######## block 1 ########
block_1/pdn.png
Bar = 50 um. Pins as bars on the die edge.
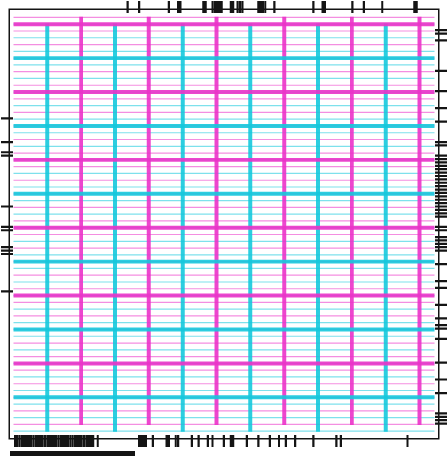
--- config.mk ---
export PLATFORM = sky130hd
export DESIGN_NAME = tagger_cfg_sequencer
export DESIGN_NICKNAME = d
export VERILOG_FILES = /design/src/rtl/tagger_cfg_sequencer.sv
export SDC_FILE = /design/constraint.sdc
export NUM_CORES = 1
export LEC_CHECK = 0
export CAP_MARGIN = 15
export CELL_PAD_IN_SITES_DETAIL_PLACEMENT = 0
export CELL_PAD_IN_SITES_GLOBAL_PLACEMENT = 1
export CORE_MARGIN = 1
export CORE_UTILIZATION = 51
export CTS_CLUSTER_DIAMETER = 40
export DETAILED_ROUTE_END_ITERATION = 10
export MAX_ROUTING_LAYER = met4
export PLACE_DENSITY = 0.92
export SLEW_MARGIN = 15
export SYNTH_ARGS = -nofsm -noshare
export SYNTH_HDL_FRONTEND = slang
export SYNTH_SLANG_ARGS = --single-unit
--- constraint.sdc ---
create_clock -name clk_i -period 5.6 [get_ports clk_i]
set_input_delay 1.12 -clock clk_i [delete_from_list [all_inputs] [get_ports clk_i]]
set_output_delay 1.12 -clock clk_i [all_outputs]
set_load 0.01 [all_outputs]
--- src/rtl/tagger_cfg_sequencer.sv ---
// tagger_cfg_sequencer
// Autonomous RegBus master that programs the tagger partition configuration
// registers from a locally held entry table. On start_i it writes every ADDR
// register, then every PATID register, then every CONF register, then COMMIT.
// A bus error on any handshake aborts the sequence (COMMIT is skipped).
//
// Ports:
//   clk_i, rst_ni            clock, asynchronous active-low reset
//   load_valid_i/ready_o     table write handshake (ready = !busy_o)
//   load_idx_i/addr_i/patid_i/mode_i   entry index and fields
//   start_i                  begin a programming sequence (IDLE only)
//   busy_o, done_o, error_o  status: in progress, end pulse, sticky abort flag
//   cfg_req_o / cfg_rsp_i    RegBus master port toward tagger cfg port

package tagger_cfg_sequencer_pkg;
  typedef struct packed {
    logic [31:0] addr;
    logic        write;
    logic [31:0] wdata;
    logic [3:0]  wstrb;
    logic        valid;
  } reg_req_t;

  typedef struct packed {
    logic [31:0] rdata;
    logic        error;
    logic        ready;
  } reg_rsp_t;
endpackage

module tagger_cfg_sequencer #(
  parameter int unsigned MAXPARTITION = 8,
  parameter type reg_req_t = tagger_cfg_sequencer_pkg::reg_req_t,
  parameter type reg_rsp_t = tagger_cfg_sequencer_pkg::reg_rsp_t,
  localparam int unsigned IDXW = $clog2(MAXPARTITION)
) (
  input  logic            clk_i,
  input  logic            rst_ni,
  input  logic            load_valid_i,
  output logic            load_ready_o,
  input  logic [IDXW-1:0] load_idx_i,
  input  logic [31:0]     load_addr_i,
  input  logic [3:0]      load_patid_i,
  input  logic [1:0]      load_mode_i,
  input  logic            start_i,
  output logic            busy_o,
  output logic            done_o,
  output logic            error_o,
  output reg_req_t        cfg_req_o,
  input  reg_rsp_t        cfg_rsp_i
);

  localparam int unsigned NPATID = MAXPARTITION / 8;
  localparam int unsigned NCONF  = (MAXPARTITION + 15) / 16;
  localparam logic [31:0] ADDR_BASE  = 32'h0000_0004;
  localparam logic [31:0] PATID_BASE = 32'(4 + 4 * MAXPARTITION);
  localparam logic [31:0] CONF_BASE  = 32'(4 + 4 * MAXPARTITION + 4 * NPATID);

  typedef enum logic [2:0] {
    IDLE      = 3'd0,
    WR_ADDR   = 3'd1,
    WR_PATID  = 3'd2,
    WR_CONF   = 3'd3,
    WR_COMMIT = 3'd4,
    FINISH    = 3'd5
  } state_e;

  state_e          state_r, state_next_s;
  logic [IDXW-1:0] idx_r, idx_next_s;
  logic            busy_r, done_r, error_r, error_next_s;
  reg_req_t        req_s;

  logic [31:0] addr_tbl_r  [MAXPARTITION];
  logic [3:0]  patid_tbl_r [MAXPARTITION];
  logic [1:0]  mode_tbl_r  [MAXPARTITION];

  // Read data is never needed; fold it into a sink so it is visibly consumed.
  logic rsp_unused_s;
  assign rsp_unused_s = ^cfg_rsp_i.rdata;

  assign load_ready_o = ~busy_r;
  assign busy_o       = busy_r;
  assign done_o       = done_r;
  assign error_o      = error_r;
  assign cfg_req_o    = req_s;

  // Entry table: written only while idle, cleared by reset.
  always_ff @(posedge clk_i or negedge rst_ni) begin
    if (!rst_ni) begin
      for (int i = 0; i < int'(MAXPARTITION); i++) begin
        addr_tbl_r[i]  <= 32'd0;
        patid_tbl_r[i] <= 4'd0;
        mode_tbl_r[i]  <= 2'd0;
      end
    end else if (load_valid_i && !busy_r) begin
      addr_tbl_r[load_idx_i]  <= load_addr_i;
      patid_tbl_r[load_idx_i] <= load_patid_i;
      mode_tbl_r[load_idx_i]  <= load_mode_i;
    end
  end

  // Sequencer state, write index and registered status outputs.
  always_ff @(posedge clk_i or negedge rst_ni) begin
    if (!rst_ni) begin
      state_r <= IDLE;
      idx_r   <= '0;
      busy_r  <= 1'b0;
      done_r  <= 1'b0;
      error_r <= 1'b0;
    end else begin
      state_r <= state_next_s;
      idx_r   <= idx_next_s;
      busy_r  <= (state_next_s != IDLE);
      done_r  <= (state_next_s == FINISH);
      error_r <= error_next_s;
    end
  end

  // Next-state: advance on handshake, abort straight to FINISH on bus error.
  always_comb begin
    logic [IDXW-1:0] last_idx_s;
    state_e          after_s;
    state_next_s = state_r;
    idx_next_s   = idx_r;
    error_next_s = error_r;
    last_idx_s   = IDXW'(NCONF - 1);
    after_s      = WR_COMMIT;
    case (state_r)
      WR_ADDR: begin
        last_idx_s = IDXW'(MAXPARTITION - 1);
        after_s    = WR_PATID;
      end
      WR_PATID: begin
        last_idx_s = IDXW'(NPATID - 1);
        after_s    = WR_CONF;
      end
      default: begin
        last_idx_s = IDXW'(NCONF - 1);
        after_s    = WR_COMMIT;
      end
    endcase
    case (state_r)
      IDLE: begin
        if (start_i) begin
          state_next_s = WR_ADDR;
          idx_next_s   = '0;
          error_next_s = 1'b0;
        end else begin
          state_next_s = IDLE;
        end
      end
      WR_ADDR, WR_PATID, WR_CONF: begin
        if (!cfg_rsp_i.ready) begin
          state_next_s = state_r;
        end else if (cfg_rsp_i.error) begin
          error_next_s = 1'b1;
          state_next_s = FINISH;
        end else if (idx_r == last_idx_s) begin
          state_next_s = after_s;
          idx_next_s   = '0;
        end else begin
          idx_next_s = idx_r + IDXW'(1'b1);
        end
      end
      WR_COMMIT: begin
        if (cfg_rsp_i.ready) begin
          error_next_s = cfg_rsp_i.error;
          state_next_s = FINISH;
        end else begin
          state_next_s = WR_COMMIT;
        end
      end
      FINISH: begin
        state_next_s = IDLE;
      end
      default: begin
        state_next_s = IDLE;
        idx_next_s   = '0;
      end
    endcase
  end

  // Request decode from registered state/index; the table cannot change while
  // busy, so addr/wdata stay stable until the handshake.
  always_comb begin
    logic [31:0] ent_s;
    req_s = '0;
    ent_s = 32'd0;
    case (state_r)
      WR_ADDR: begin
        req_s.valid = 1'b1;
        req_s.addr  = ADDR_BASE + (32'(idx_r) << 2);
        req_s.wdata = addr_tbl_r[idx_r];
      end
      WR_PATID: begin
        req_s.valid = 1'b1;
        req_s.addr  = PATID_BASE + (32'(idx_r) << 2);
        for (int k = 0; k < 8; k++) begin
          ent_s = (32'(idx_r) << 3) + 32'(k);
          req_s.wdata[4*k +: 4] = patid_tbl_r[ent_s[IDXW-1:0]];
        end
      end
      WR_CONF: begin
        req_s.valid = 1'b1;
        req_s.addr  = CONF_BASE + (32'(idx_r) << 2);
        // Last CONF word may be partially populated; missing slots read 0.
        for (int k = 0; k < 16; k++) begin
          ent_s = (32'(idx_r) << 4) + 32'(k);
          if (ent_s < 32'(MAXPARTITION)) begin
            req_s.wdata[2*k +: 2] = mode_tbl_r[ent_s[IDXW-1:0]];
          end else begin
            req_s.wdata[2*k +: 2] = 2'd0;
          end
        end
      end
      WR_COMMIT: begin
        req_s.valid = 1'b1;
        req_s.addr  = 32'h0000_0000;
        req_s.wdata = 32'h0000_0001;
      end
      default: begin
        req_s = '0;
      end
    endcase
    if (req_s.valid) begin
      req_s.write = 1'b1;
      req_s.wstrb = 4'hF;
    end else begin
      req_s.write = 1'b0;
      req_s.wstrb = 4'h0;
    end
  end

endmodule

==> impl_metrics.toml <==
# synthesis and place-and-route metrics
[status]
outcome = "complete, no violations"

[placed_design]
place_ws_ns = 1.46

[final_timing]
worst_slack_ns = 0.949
max_freq_mhz = 215
hold_viol = 0

[power_and_ir_drop]
pwr-share-comb_pct = 36.4
p_per_area_mw_per_mm2 = 610

[clock_tree]
cts_resized = 0
post_cts_buffers = 0

[final_layout]
finish.utilization_pct = 61.3
comb_cells = 631
fillers = 2062
syn_to_final_growth_pct = 17.0
final_cell_area_mm2 = 0.0172

[logic_synthesis]
synthSimpleGateAreaFrac_pct = 3.74
syn_inst = 1026
netlist_area_mm2 = 0.0147

[drt]
wl_met1_mm = 14.6

[grt]
grtUsageMet3_pct = 3.73
grt_pass1_wl_mm = 53.9
About block_1/pdn.png:
| net | color |
|---|---|
| VSS | cyan |
| VDD | magenta |
met5 straps: 12
signal pins: 153
met4 straps: 12

==> placed cells by master (no fill, tap or decap), types with 6 or more instances in the layout <==
master	synthesis	routed
a2111oi_0	7	7
a211oi_1	8	8
a21oi_1	10	10
a221o_1	8	8
a22oi_1	15	15
buf_4	43	23
clkbuf_16	0	41
clkdlybuf4s50_1	0	92
clkinv_4	0	6
conb_1	1	27
dfrtp_1	313	311
ha_1	6	6
inv_1	8	8
mux2_2	334	334
mux2i_1	23	23
mux4_2	40	40
nand2_1	37	36
nand3_1	7	7
nor2_1	15	13
nor2b_1	16	16
o21ai_0	12	12
o22ai_1	15	15

######## block 2 ########
block_2/clock_map.png
Bar = 200 um.
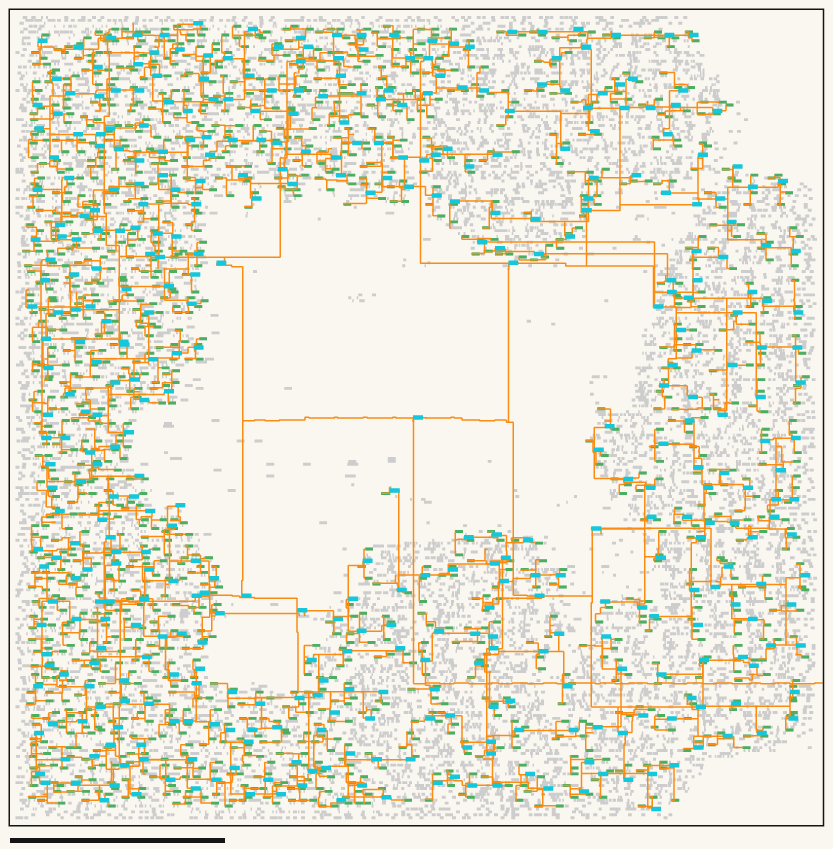
block_2/pdn.png
Bar = 200 um. Pins as bars on the die edge.
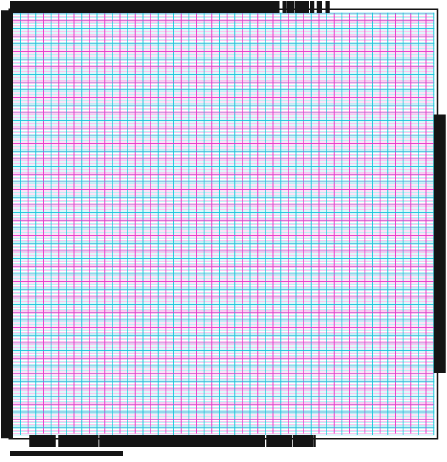
<file path="config.mk">
export PLATFORM = sky130hd
export DESIGN_NAME = matmul_tile_sched
export DESIGN_NICKNAME = d
export VERILOG_FILES = /design/src/rtl/matmul_pkg.sv /design/src/rtl/matmul_tile_idx_ctr.sv /design/src/rtl/matmul_tile_sched.sv
export SDC_FILE = /design/constraint.sdc
export NUM_CORES = 2
export LEC_CHECK = 0
export CAP_MARGIN = 25
export CORE_AREA = 5 5 752 754
export CTS_CLUSTER_DIAMETER = 40
export DETAILED_ROUTE_END_ITERATION = 8
export DIE_AREA = 0 0 757 759
export PLACE_DENSITY = 0.3
export SLEW_MARGIN = 5
export SYNTH_ARGS = -nofsm -noshare
export SYNTH_HDL_FRONTEND = slang
export SYNTH_SLANG_ARGS = --single-unit
</file>
<file path="constraint.sdc">
create_clock -name clk -period 3.85 [get_ports clk]
set_input_delay 0.9625 -clock clk [delete_from_list [all_inputs] [get_ports clk]]
set_output_delay 0.9625 -clock clk [all_outputs]
set_load 0.02 [all_outputs]
</file>
<file path="src/rtl/matmul_pkg.sv">
// Shared types and constants for the tile-scheduled matrix multiplier.
package matmul_pkg;

    localparam int W    = 32;
    localparam int TILE = 2;

    typedef logic [W-1:0]            elem_t;
    typedef logic [1:0][1:0][W-1:0]  tile_t;

    typedef enum logic [1:0] {
        IDLE  = 2'd0,
        ISSUE = 2'd1,
        WAIT  = 2'd2,
        DONE  = 2'd3
    } sched_state_e;

endpackage

</file>
<file path="src/rtl/matmul_tile_idx_ctr.sv">
// Nested tile index counter: k is the innermost index, then j, then i.
module matmul_tile_idx_ctr #(
    parameter int NB = 2,
    parameter int IW = 1
) (
    input  logic          clk,
    input  logic          rst_n,
    input  logic          clr_i,
    input  logic          step_i,
    output logic [IW-1:0] i_o,
    output logic [IW-1:0] j_o,
    output logic [IW-1:0] k_o,
    output logic          last_o,
    output logic          k_first_o
);

    localparam logic [IW-1:0] MAX = IW'(NB - 1);

    logic [IW-1:0] i_q, j_q, k_q;
    logic [IW-1:0] i_d, j_d, k_d;

    // Next index: clear on a new job, otherwise ripple k -> j -> i on each step.
    always_comb begin
        i_d = i_q;
        j_d = j_q;
        k_d = k_q;
        if (clr_i) begin
            i_d = '0;
            j_d = '0;
            k_d = '0;
        end else if (step_i) begin
            if (k_q != MAX) begin
                k_d = k_q + IW'(1);
            end else begin
                k_d = '0;
                if (j_q != MAX) begin
                    j_d = j_q + IW'(1);
                end else begin
                    j_d = '0;
                    i_d = (i_q != MAX) ? i_q + IW'(1) : '0;
                end
            end
        end
    end

    // Index registers.
    always_ff @(posedge clk) begin
        if (!rst_n) begin
            i_q <= '0;
            j_q <= '0;
            k_q <= '0;
        end else begin
            i_q <= i_d;
            j_q <= j_d;
            k_q <= k_d;
        end
    end

    assign i_o       = i_q;
    assign j_o       = j_q;
    assign k_o       = k_q;
    assign last_o    = (i_q == MAX) && (j_q == MAX) && (k_q == MAX);
    assign k_first_o = (k_q == '0);

endmodule

</file>
<file path="src/rtl/matmul_tile_sched.sv">
// Drives a DIMxDIM product C = A*B through an external 2x2 tile engine,
// accumulating partial tile products into C, with a stall watchdog.
module matmul_tile_sched #(
    parameter int W       = matmul_pkg::W,
    parameter int DIM     = 4,
    parameter int TILE    = matmul_pkg::TILE,
    parameter int TIMEOUT = 64
) (
    input  logic                           clk,
    input  logic                           rst_n,
    input  logic                           start,
    input  logic [DIM-1:0][DIM-1:0][W-1:0] a_in,
    input  logic [DIM-1:0][DIM-1:0][W-1:0] b_in,
    output logic                           busy,
    output logic                           done,
    output logic                           err,
    output logic [DIM-1:0][DIM-1:0][W-1:0] c_out,
    output logic                           tile_start,
    output logic [1:0][1:0][W-1:0]         tile_x,
    output logic [1:0][1:0][W-1:0]         tile_y,
    input  logic                           tile_done,
    input  logic [1:0][1:0][W-1:0]         tile_p
);

    import matmul_pkg::*;

    localparam int NB  = DIM / TILE;
    localparam int IW  = (NB > 1) ? $clog2(NB) : 1;
    localparam int WDW = (TIMEOUT > 1) ? $clog2(TIMEOUT) : 1;
    localparam logic [WDW-1:0] WD_LIM = WDW'((TIMEOUT > 0) ? TIMEOUT - 1 : 0);

    if ((TILE != 2) || (DIM % TILE != 0)) begin : g_param_check
        $error("matmul_tile_sched: TILE must be 2 and DIM a multiple of TILE");
    end

    sched_state_e state_q, state_d;
    logic         err_q, err_d;
    logic [WDW-1:0] wd_q, wd_d;

    logic [DIM-1:0][DIM-1:0][W-1:0] a_q, b_q, c_q, c_d;

    logic          ld_ops, ctr_clr, ctr_step, acc_en;
    logic [IW-1:0] tile_i, tile_j, tile_k;
    logic          idx_last, k_first;

    matmul_tile_idx_ctr #(
        .NB (NB),
        .IW (IW)
    ) u_idx (
        .clk       (clk),
        .rst_n     (rst_n),
        .clr_i     (ctr_clr),
        .step_i    (ctr_step),
        .i_o       (tile_i),
        .j_o       (tile_j),
        .k_o       (tile_k),
        .last_o    (idx_last),
        .k_first_o (k_first)
    );

    // Sequencer: next state, strobes and watchdog count.
    always_comb begin
        state_d    = state_q;
        err_d      = err_q;
        wd_d       = wd_q;
        ld_ops     = 1'b0;
        ctr_clr    = 1'b0;
        ctr_step   = 1'b0;
        acc_en     = 1'b0;
        busy       = (state_q != IDLE);
        done       = 1'b0;
        tile_start = 1'b0;
        case (state_q)
            IDLE: begin
                if (start) begin
                    ld_ops  = 1'b1;
                    ctr_clr = 1'b1;
                    err_d   = 1'b0;
                    state_d = ISSUE;
                end
            end
            ISSUE: begin
                tile_start = 1'b1;
                wd_d       = '0;
                state_d    = WAIT;
            end
            WAIT: begin
                if (tile_done) begin
                    acc_en   = 1'b1;
                    ctr_step = 1'b1;
                    state_d  = idx_last ? DONE : ISSUE;
                end else if (TIMEOUT > 0) begin
                    // Abort on the TIMEOUT-th consecutive WAIT cycle without a result.
                    if (wd_q == WD_LIM) begin
                        err_d   = 1'b1;
                        state_d = IDLE;
                    end else begin
                        wd_d = wd_q + WDW'(1);
                    end
                end
            end
            DONE: begin
                done    = 1'b1;
                state_d = IDLE;
            end
            default: state_d = IDLE;
        endcase
    end

    // State register.
    always_ff @(posedge clk) begin
        if (!rst_n) state_q <= IDLE;
        else        state_q <= state_d;
    end

    // Sticky error flag and watchdog counter.
    always_ff @(posedge clk) begin
        if (!rst_n) begin
            err_q <= 1'b0;
            wd_q  <= '0;
        end else begin
            err_q <= err_d;
            wd_q  <= wd_d;
        end
    end

    // Operand capture on the accept cycle.
    always_ff @(posedge clk) begin
        if (!rst_n) begin
            a_q <= '0;
            b_q <= '0;
        end else if (ld_ops) begin
            a_q <= a_in;
            b_q <= b_in;
        end
    end

    // Operand tile mux: X = A tile (i,k), Y = B tile (k,j).
    for (genvar r = 0; r < 2; r++) begin : g_tr
        for (genvar c = 0; c < 2; c++) begin : g_tc
            assign tile_x[r][c] = a_q[{tile_i, 1'(r)}][{tile_k, 1'(c)}];
            assign tile_y[r][c] = b_q[{tile_k, 1'(r)}][{tile_j, 1'(c)}];
        end
    end

    // Accumulator next value: k==0 overwrites, later k add (mod 2^W).
    for (genvar rr = 0; rr < DIM; rr++) begin : g_row
        for (genvar cc = 0; cc < DIM; cc++) begin : g_col
            localparam int TR = rr % 2;
            localparam int TC = cc % 2;
            logic hit;
            assign hit = acc_en && (tile_i == IW'(rr / 2)) && (tile_j == IW'(cc / 2));
            assign c_d[rr][cc] = !hit    ? c_q[rr][cc] :
                                 k_first ? tile_p[TR][TC] :
                                           c_q[rr][cc] + tile_p[TR][TC];
        end
    end

    // Result matrix register.
    always_ff @(posedge clk) begin
        if (!rst_n) c_q <= '0;
        else        c_q <= c_d;
    end

    assign err   = err_q;
    assign c_out = c_q;

endmodule

</file>
==> impl_metrics.toml <==
# synthesis and place-and-route metrics
[logic_synthesis]
synth_nets = 12200
synthTopLogicFamily = "AND-OR/OR-AND gates"
common_cells = "nand2_1, a21oi_1, dfxtp_1"
adder_share_pct = 7.69
yosysWarningCount = 0
yosys-top-cells-area = "dfxtp_1, a21oi_1, nand2_1, ha_1, mux4_2"
post-synth-top-count-cell = "nand2_1"

[final_layout]
comb_cells = 8239
nets = 15400

[final_timing]
setup_viol = 0

[worst_hold_path]
hold_depth = 2

[status]
outcome = "complete, no violations"

[die]
initial_core_util_pct = 15.2
taps = 7479

[grt]
grt_max_degree = 112
gr-max-usage-layer = "met2"
grtUsageMet2_pct = 35.7

[worst_setup_path]
cp_max_fo = 3
cpPeakStageDelay_ns = 0.47
cp-start-kind = "primary input"

[clock_tree]
tritoncts = "built"

[drt]
drc = 0
met2_length_mm = 297

[power_and_ir_drop]
finalPower_mw = 63.0
## Picture notes: block_2/clock_map.png
[clock wires] orange | length: 36.1 mm
[cells driving clock nets] cyan | count: 438
[flip-flops] green | count: 1548
routed clock nets: 439

## Picture notes: block_2/pdn.png
| net | color |
|---|---|
| VDD | magenta |
| VSS | cyan |
met5 straps: 55
met1 rails: 276

==> placed cells by master, fill, tap and decap left out, types with 112 or more instances in the layout <==
master / instances
ha_1: 494
xnor2_1: 271
nand2_1: 2466
a21o_1: 231
o21ai_0: 579
buf_12: 179
nor2b_1: 145
clkdlybuf4s50_1: 1669
xor2_1: 132
a211oi_1: 127
nand3_1: 112
nor3_1: 143
dfxtp_1: 1544
clkbuf_8: 114
a21oi_1: 1857
nor2_1: 409
a31oi_1: 206
mux4_2: 256
buf_4: 1345
clkbuf_16: 439

######## block 3 ########
block_3/pdn.png
Bar = 20 um. Pins as bars on the die edge.
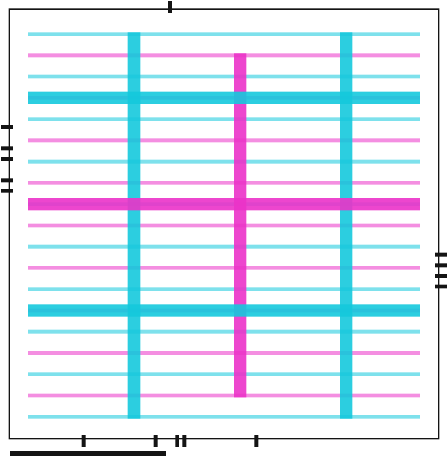
block_3/cell_classes.png
Bar = 20 um.
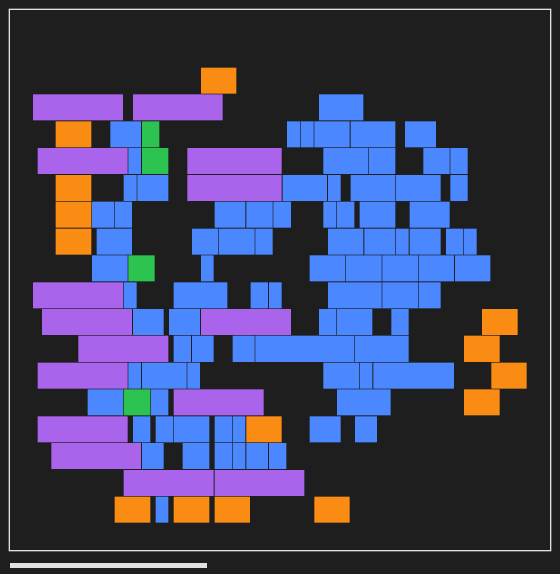
block_3/clock_map.png
Bar = 20 um.
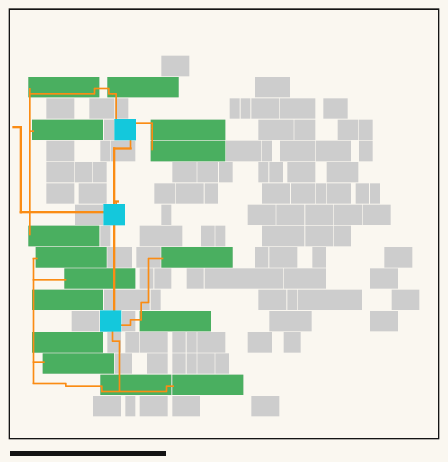
$ cat config.mk
export PLATFORM = sky130hd
export DESIGN_NAME = rr_arbiter_ctrl
export DESIGN_NICKNAME = d
export VERILOG_FILES = /design/src/rtl/rr_arbiter_ctrl_pkg.sv /design/src/rtl/rr_arbiter_ctrl_pick.sv /design/src/rtl/rr_arbiter_ctrl.sv
export SDC_FILE = /design/constraint.sdc
export NUM_CORES = 1
export LEC_CHECK = 0
export ABC_AREA = 0
export CORE_MARGIN = 2
export CORE_UTILIZATION = 42
export CTS_CLUSTER_SIZE = 20
export DETAILED_ROUTE_END_ITERATION = 8
export GPL_ROUTABILITY_DRIVEN = 1
export GPL_TIMING_DRIVEN = 1
export PLACE_DENSITY = 0.72
export SYNTH_ARGS = -nofsm -noshare
export SYNTH_HDL_FRONTEND = slang
export SYNTH_SLANG_ARGS = --single-unit
$ cat constraint.sdc
create_clock -name clk -period 3.7 [get_ports clk]
set_input_delay 0.925 -clock clk [delete_from_list [all_inputs] [get_ports clk]]
set_output_delay 0.925 -clock clk [all_outputs]
set_load 0.01 [all_outputs]
$ cat src/rtl/rr_arbiter_ctrl_pkg.sv
// Shared types, defaults and index helper for the round-robin arbiter.
package arb_pkg;

    typedef enum logic {
        IDLE  = 1'b0,
        GRANT = 1'b1
    } arb_state_t;

    localparam int ARB_N_DEFAULT        = 4;
    localparam int ARB_MAX_HOLD_DEFAULT = 8;

    // Next requester index in the circular scan order, wrapping n-1 -> 0.
    function automatic int arb_next_idx(input int idx, input int n);
        return ((idx + 1) >= n) ? 0 : (idx + 1);
    endfunction

endpackage

$ cat src/rtl/rr_arbiter_ctrl_pick.sv
// Combinational rotating-priority picker: first set request bit scanning
// upward from (last+1) mod N, wrapping through N-1 to 0. Holds no state.
module rr_pick
    import arb_pkg::*;
#(
    parameter  int N   = ARB_N_DEFAULT,
    localparam int IDW = $clog2(N)
) (
    input  logic [N-1:0]   req,
    input  logic [IDW-1:0] last,
    output logic [IDW-1:0] win_id,
    output logic           any
);

    int             idx_s;
    logic [IDW-1:0] idx_v_s;
    logic           hit_s;

    // Walk all N positions after last; the first requesting one wins.
    always_comb begin
        win_id  = '0;
        any     = 1'b0;
        idx_s   = int'(last);
        idx_v_s = last;
        hit_s   = 1'b0;
        for (int k = 0; k < N; k++) begin
            idx_s   = arb_next_idx(idx_s, N);
            idx_v_s = IDW'(idx_s);
            hit_s   = req[idx_v_s] & ~any;
            win_id  = hit_s ? idx_v_s : win_id;
            any     = any | hit_s;
        end
    end

endmodule

$ cat src/rtl/rr_arbiter_ctrl.sv
// Round-robin arbiter: grants one requester at a time, holds the grant until
// release or a hold-time limit, and inserts one idle bubble between grants.
module rr_arbiter_ctrl
    import arb_pkg::*;
#(
    parameter  int N        = ARB_N_DEFAULT,
    parameter  int MAX_HOLD = ARB_MAX_HOLD_DEFAULT,
    localparam int IDW      = $clog2(N)
) (
    input  logic           clk,
    input  logic           rstN,
    input  logic [N-1:0]   req,
    input  logic           release_i,
    output logic [N-1:0]   gnt,
    output logic [IDW-1:0] gnt_id,
    output logic           gnt_valid,
    output logic           timeout
);

    localparam int HCW = $clog2(MAX_HOLD + 1);

    arb_state_t     state_r;
    arb_state_t     state_nxt_s;
    logic [HCW-1:0] hold_cnt_r;
    logic [HCW-1:0] hold_cnt_nxt_s;
    logic [IDW-1:0] last_r;
    logic [IDW-1:0] last_nxt_s;
    logic [N-1:0]   gnt_r;
    logic [N-1:0]   gnt_nxt_s;
    logic [IDW-1:0] gnt_id_r;
    logic [IDW-1:0] gnt_id_nxt_s;
    logic           gnt_valid_r;
    logic           timeout_r;
    logic           timeout_nxt_s;

    logic [IDW-1:0] win_id_s;
    logic           any_s;
    logic           owner_drop_s;
    logic           hold_expired_s;

    // One-hot vector with only bit id set.
    function automatic logic [N-1:0] to_onehot(input logic [IDW-1:0] id);
        return {{(N-1){1'b0}}, 1'b1} << id;
    endfunction

    rr_pick #(
        .N(N)
    ) u_pick (
        .req    (req),
        .last   (last_r),
        .win_id (win_id_s),
        .any    (any_s)
    );

    assign owner_drop_s   = release_i | ~req[gnt_id_r];
    assign hold_expired_s = (hold_cnt_r == HCW'(MAX_HOLD - 1));

    // Next-state and next-output decision; release has priority over expiry.
    always_comb begin
        state_nxt_s    = state_r;
        hold_cnt_nxt_s = hold_cnt_r;
        last_nxt_s     = last_r;
        gnt_nxt_s      = gnt_r;
        gnt_id_nxt_s   = gnt_id_r;
        timeout_nxt_s  = 1'b0;
        case (state_r)
            IDLE: begin
                if (any_s) begin
                    gnt_nxt_s      = to_onehot(win_id_s);
                    gnt_id_nxt_s   = win_id_s;
                    last_nxt_s     = win_id_s;
                    hold_cnt_nxt_s = '0;
                    state_nxt_s    = GRANT;
                end else begin
                    gnt_nxt_s      = '0;
                    state_nxt_s    = IDLE;
                end
            end
            GRANT: begin
                if (owner_drop_s) begin
                    gnt_nxt_s      = '0;
                    state_nxt_s    = IDLE;
                end else if (hold_expired_s) begin
                    gnt_nxt_s      = '0;
                    timeout_nxt_s  = 1'b1;
                    state_nxt_s    = IDLE;
                end else begin
                    hold_cnt_nxt_s = hold_cnt_r + HCW'(1);
                    state_nxt_s    = GRANT;
                end
            end
            default: begin
                gnt_nxt_s      = '0;
                hold_cnt_nxt_s = '0;
                state_nxt_s    = IDLE;
            end
        endcase
    end

    // State, counters and registered outputs; reset leaves requester 0 first.
    always_ff @(posedge clk or negedge rstN) begin
        if (!rstN) begin
            state_r     <= IDLE;
            hold_cnt_r  <= '0;
            last_r      <= IDW'(N - 1);
            gnt_r       <= '0;
            gnt_id_r    <= '0;
            gnt_valid_r <= 1'b0;
            timeout_r   <= 1'b0;
        end else begin
            state_r     <= state_nxt_s;
            hold_cnt_r  <= hold_cnt_nxt_s;
            last_r      <= last_nxt_s;
            gnt_r       <= gnt_nxt_s;
            gnt_id_r    <= gnt_id_nxt_s;
            gnt_valid_r <= |gnt_nxt_s;
            timeout_r   <= timeout_nxt_s;
        end
    end

    assign gnt       = gnt_r;
    assign gnt_id    = gnt_id_r;
    assign gnt_valid = gnt_valid_r;
    assign timeout   = timeout_r;

endmodule

==> impl_metrics.toml <==
# synthesis and place-and-route metrics
[flow_run]
maxCapViolCount = 0

[logic_synthesis]
ys_seq_share_pct = 34.9
ys_ff = 15
post-synth-top-count-cell = "dfrtp_1"
synthAoiAreaFrac_pct = 21.0
xor_area_share_pct = 0
yosys_area_mm2 = 0.00108

[drt]
drc = 0
totalWireLength_mm = 2.19
wl_met1_mm = 1.05

[grt]
grt_pass1_vias = 839
gr-total-overflow = 0
gr-max-usage-layer = "met2"
grt_pass1_wl_mm = 3.76

[placed_design]
io_buffers = 14
place_congestion = 0.736

[final_layout]
comb_cells = 79
diodes = 0
most-common-layout-cells = "clkdlybuf4s50_1, dfrtp_1, mux2i_1"

[status]
outcome = "complete, no violations"

[final_timing]
max_freq_mhz = 347

[worst_setup_path]
path_class = "flip-flop to flip-flop"
endpoint = "gnt_id[0]"

[power_and_ir_drop]
pg_comb_mw = 0.783

[die]
io_pins = 15
die_area_mm2 = 0.00300

[worst_hold_path]
hold_class = "flip-flop to flip-flop"
Notes on block_3/pdn.png above:
| net | color |
|---|---|
| VDD | magenta |
| VSS | cyan |
met1 rails: 19
rows: 18
signal pins: 15
met4 straps: 3
met5 straps: 3
Max IR drop VDD: 0.000536 V
Core Box Area: 0.00245 mm^2
chip width: 54.8 um
die height: 54.8 um

Notes on block_3/cell_classes.png above:
| class | color | cells |
|---|---|---|
| clock drivers and dummy loads | green | 4 |
| other buffers and delay cells | orange | 14 |
| all other logic | blue | 85 |
| flip-flops | purple | 15 |

Notes on block_3/clock_map.png above:
[flip-flops] green | count: 15
[cells driving clock nets] cyan | count: 3
[clock wires] orange | length: 164 um
routed clock nets: 4

metrics by stage:
stage / setup WS [ns] / cells / instance area (um^2) / hold slack [ns] / total power, mW
after global routing: 0.710 / 148 / 1260 / 0.565 / 1.26
after CTS: 0.827 / 148 / 1260 / 0.521 / 1.18
after detailed placement: 0.638 / 144 / 1230 / 0.511 / 1.08
final: 0.819 / 148 / 1260 / 0.519 / 1.18
after global placement: 0.694 / 144 / 1230 / 0.497 / 1.07
after floorplan: 0.968 / 104 / 1080 / 0.479 / 0.914


==> layout pictures side by side <==
Wiring by layer.
panel A
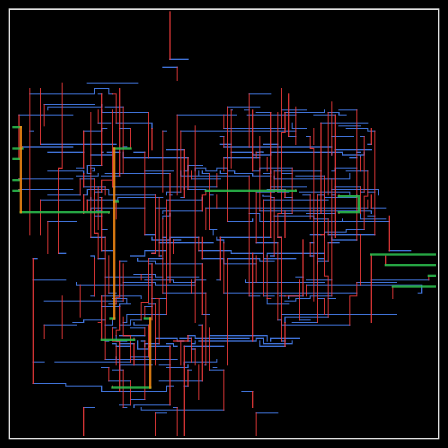
panel B
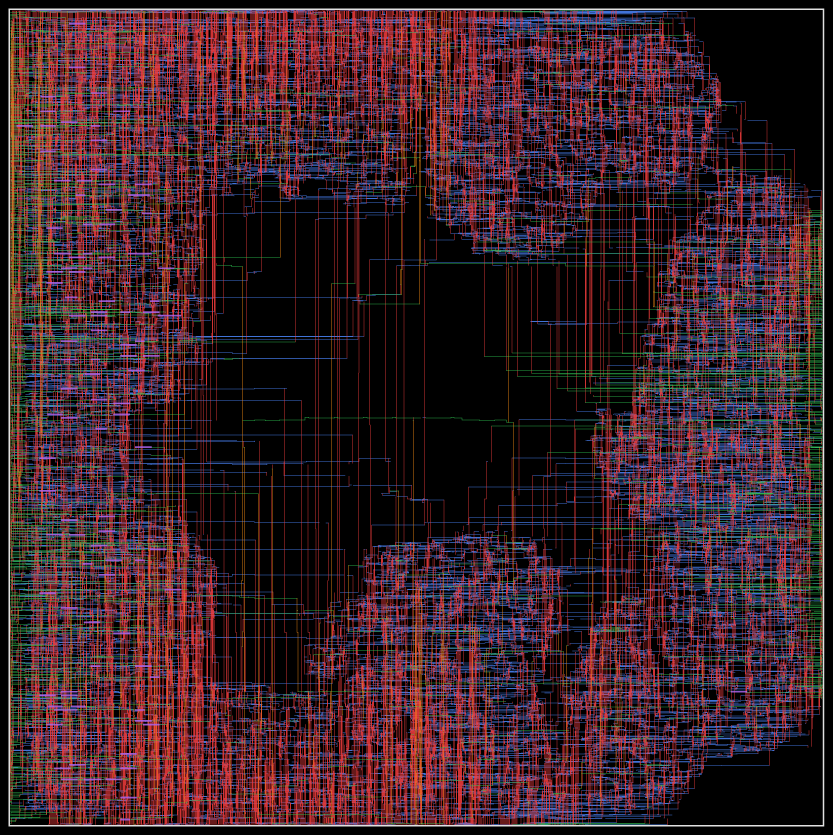
panel C
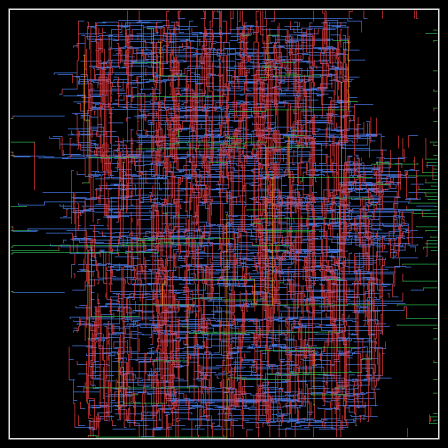
Panel C comes from block 1.
Panel B comes from block 2.
Panel A comes from block 3.
- most wire: panel B
- least wire: panel A

Key to panel C:
| layer | color | wire length |
|---|---|---|
| met3 | green | 1520 um |
| met1 | blue | 14600 um |
| met2 | red | 17300 um |
| met4 | orange | 656 um |

Power is estimated from default activity; no workload was simulated.
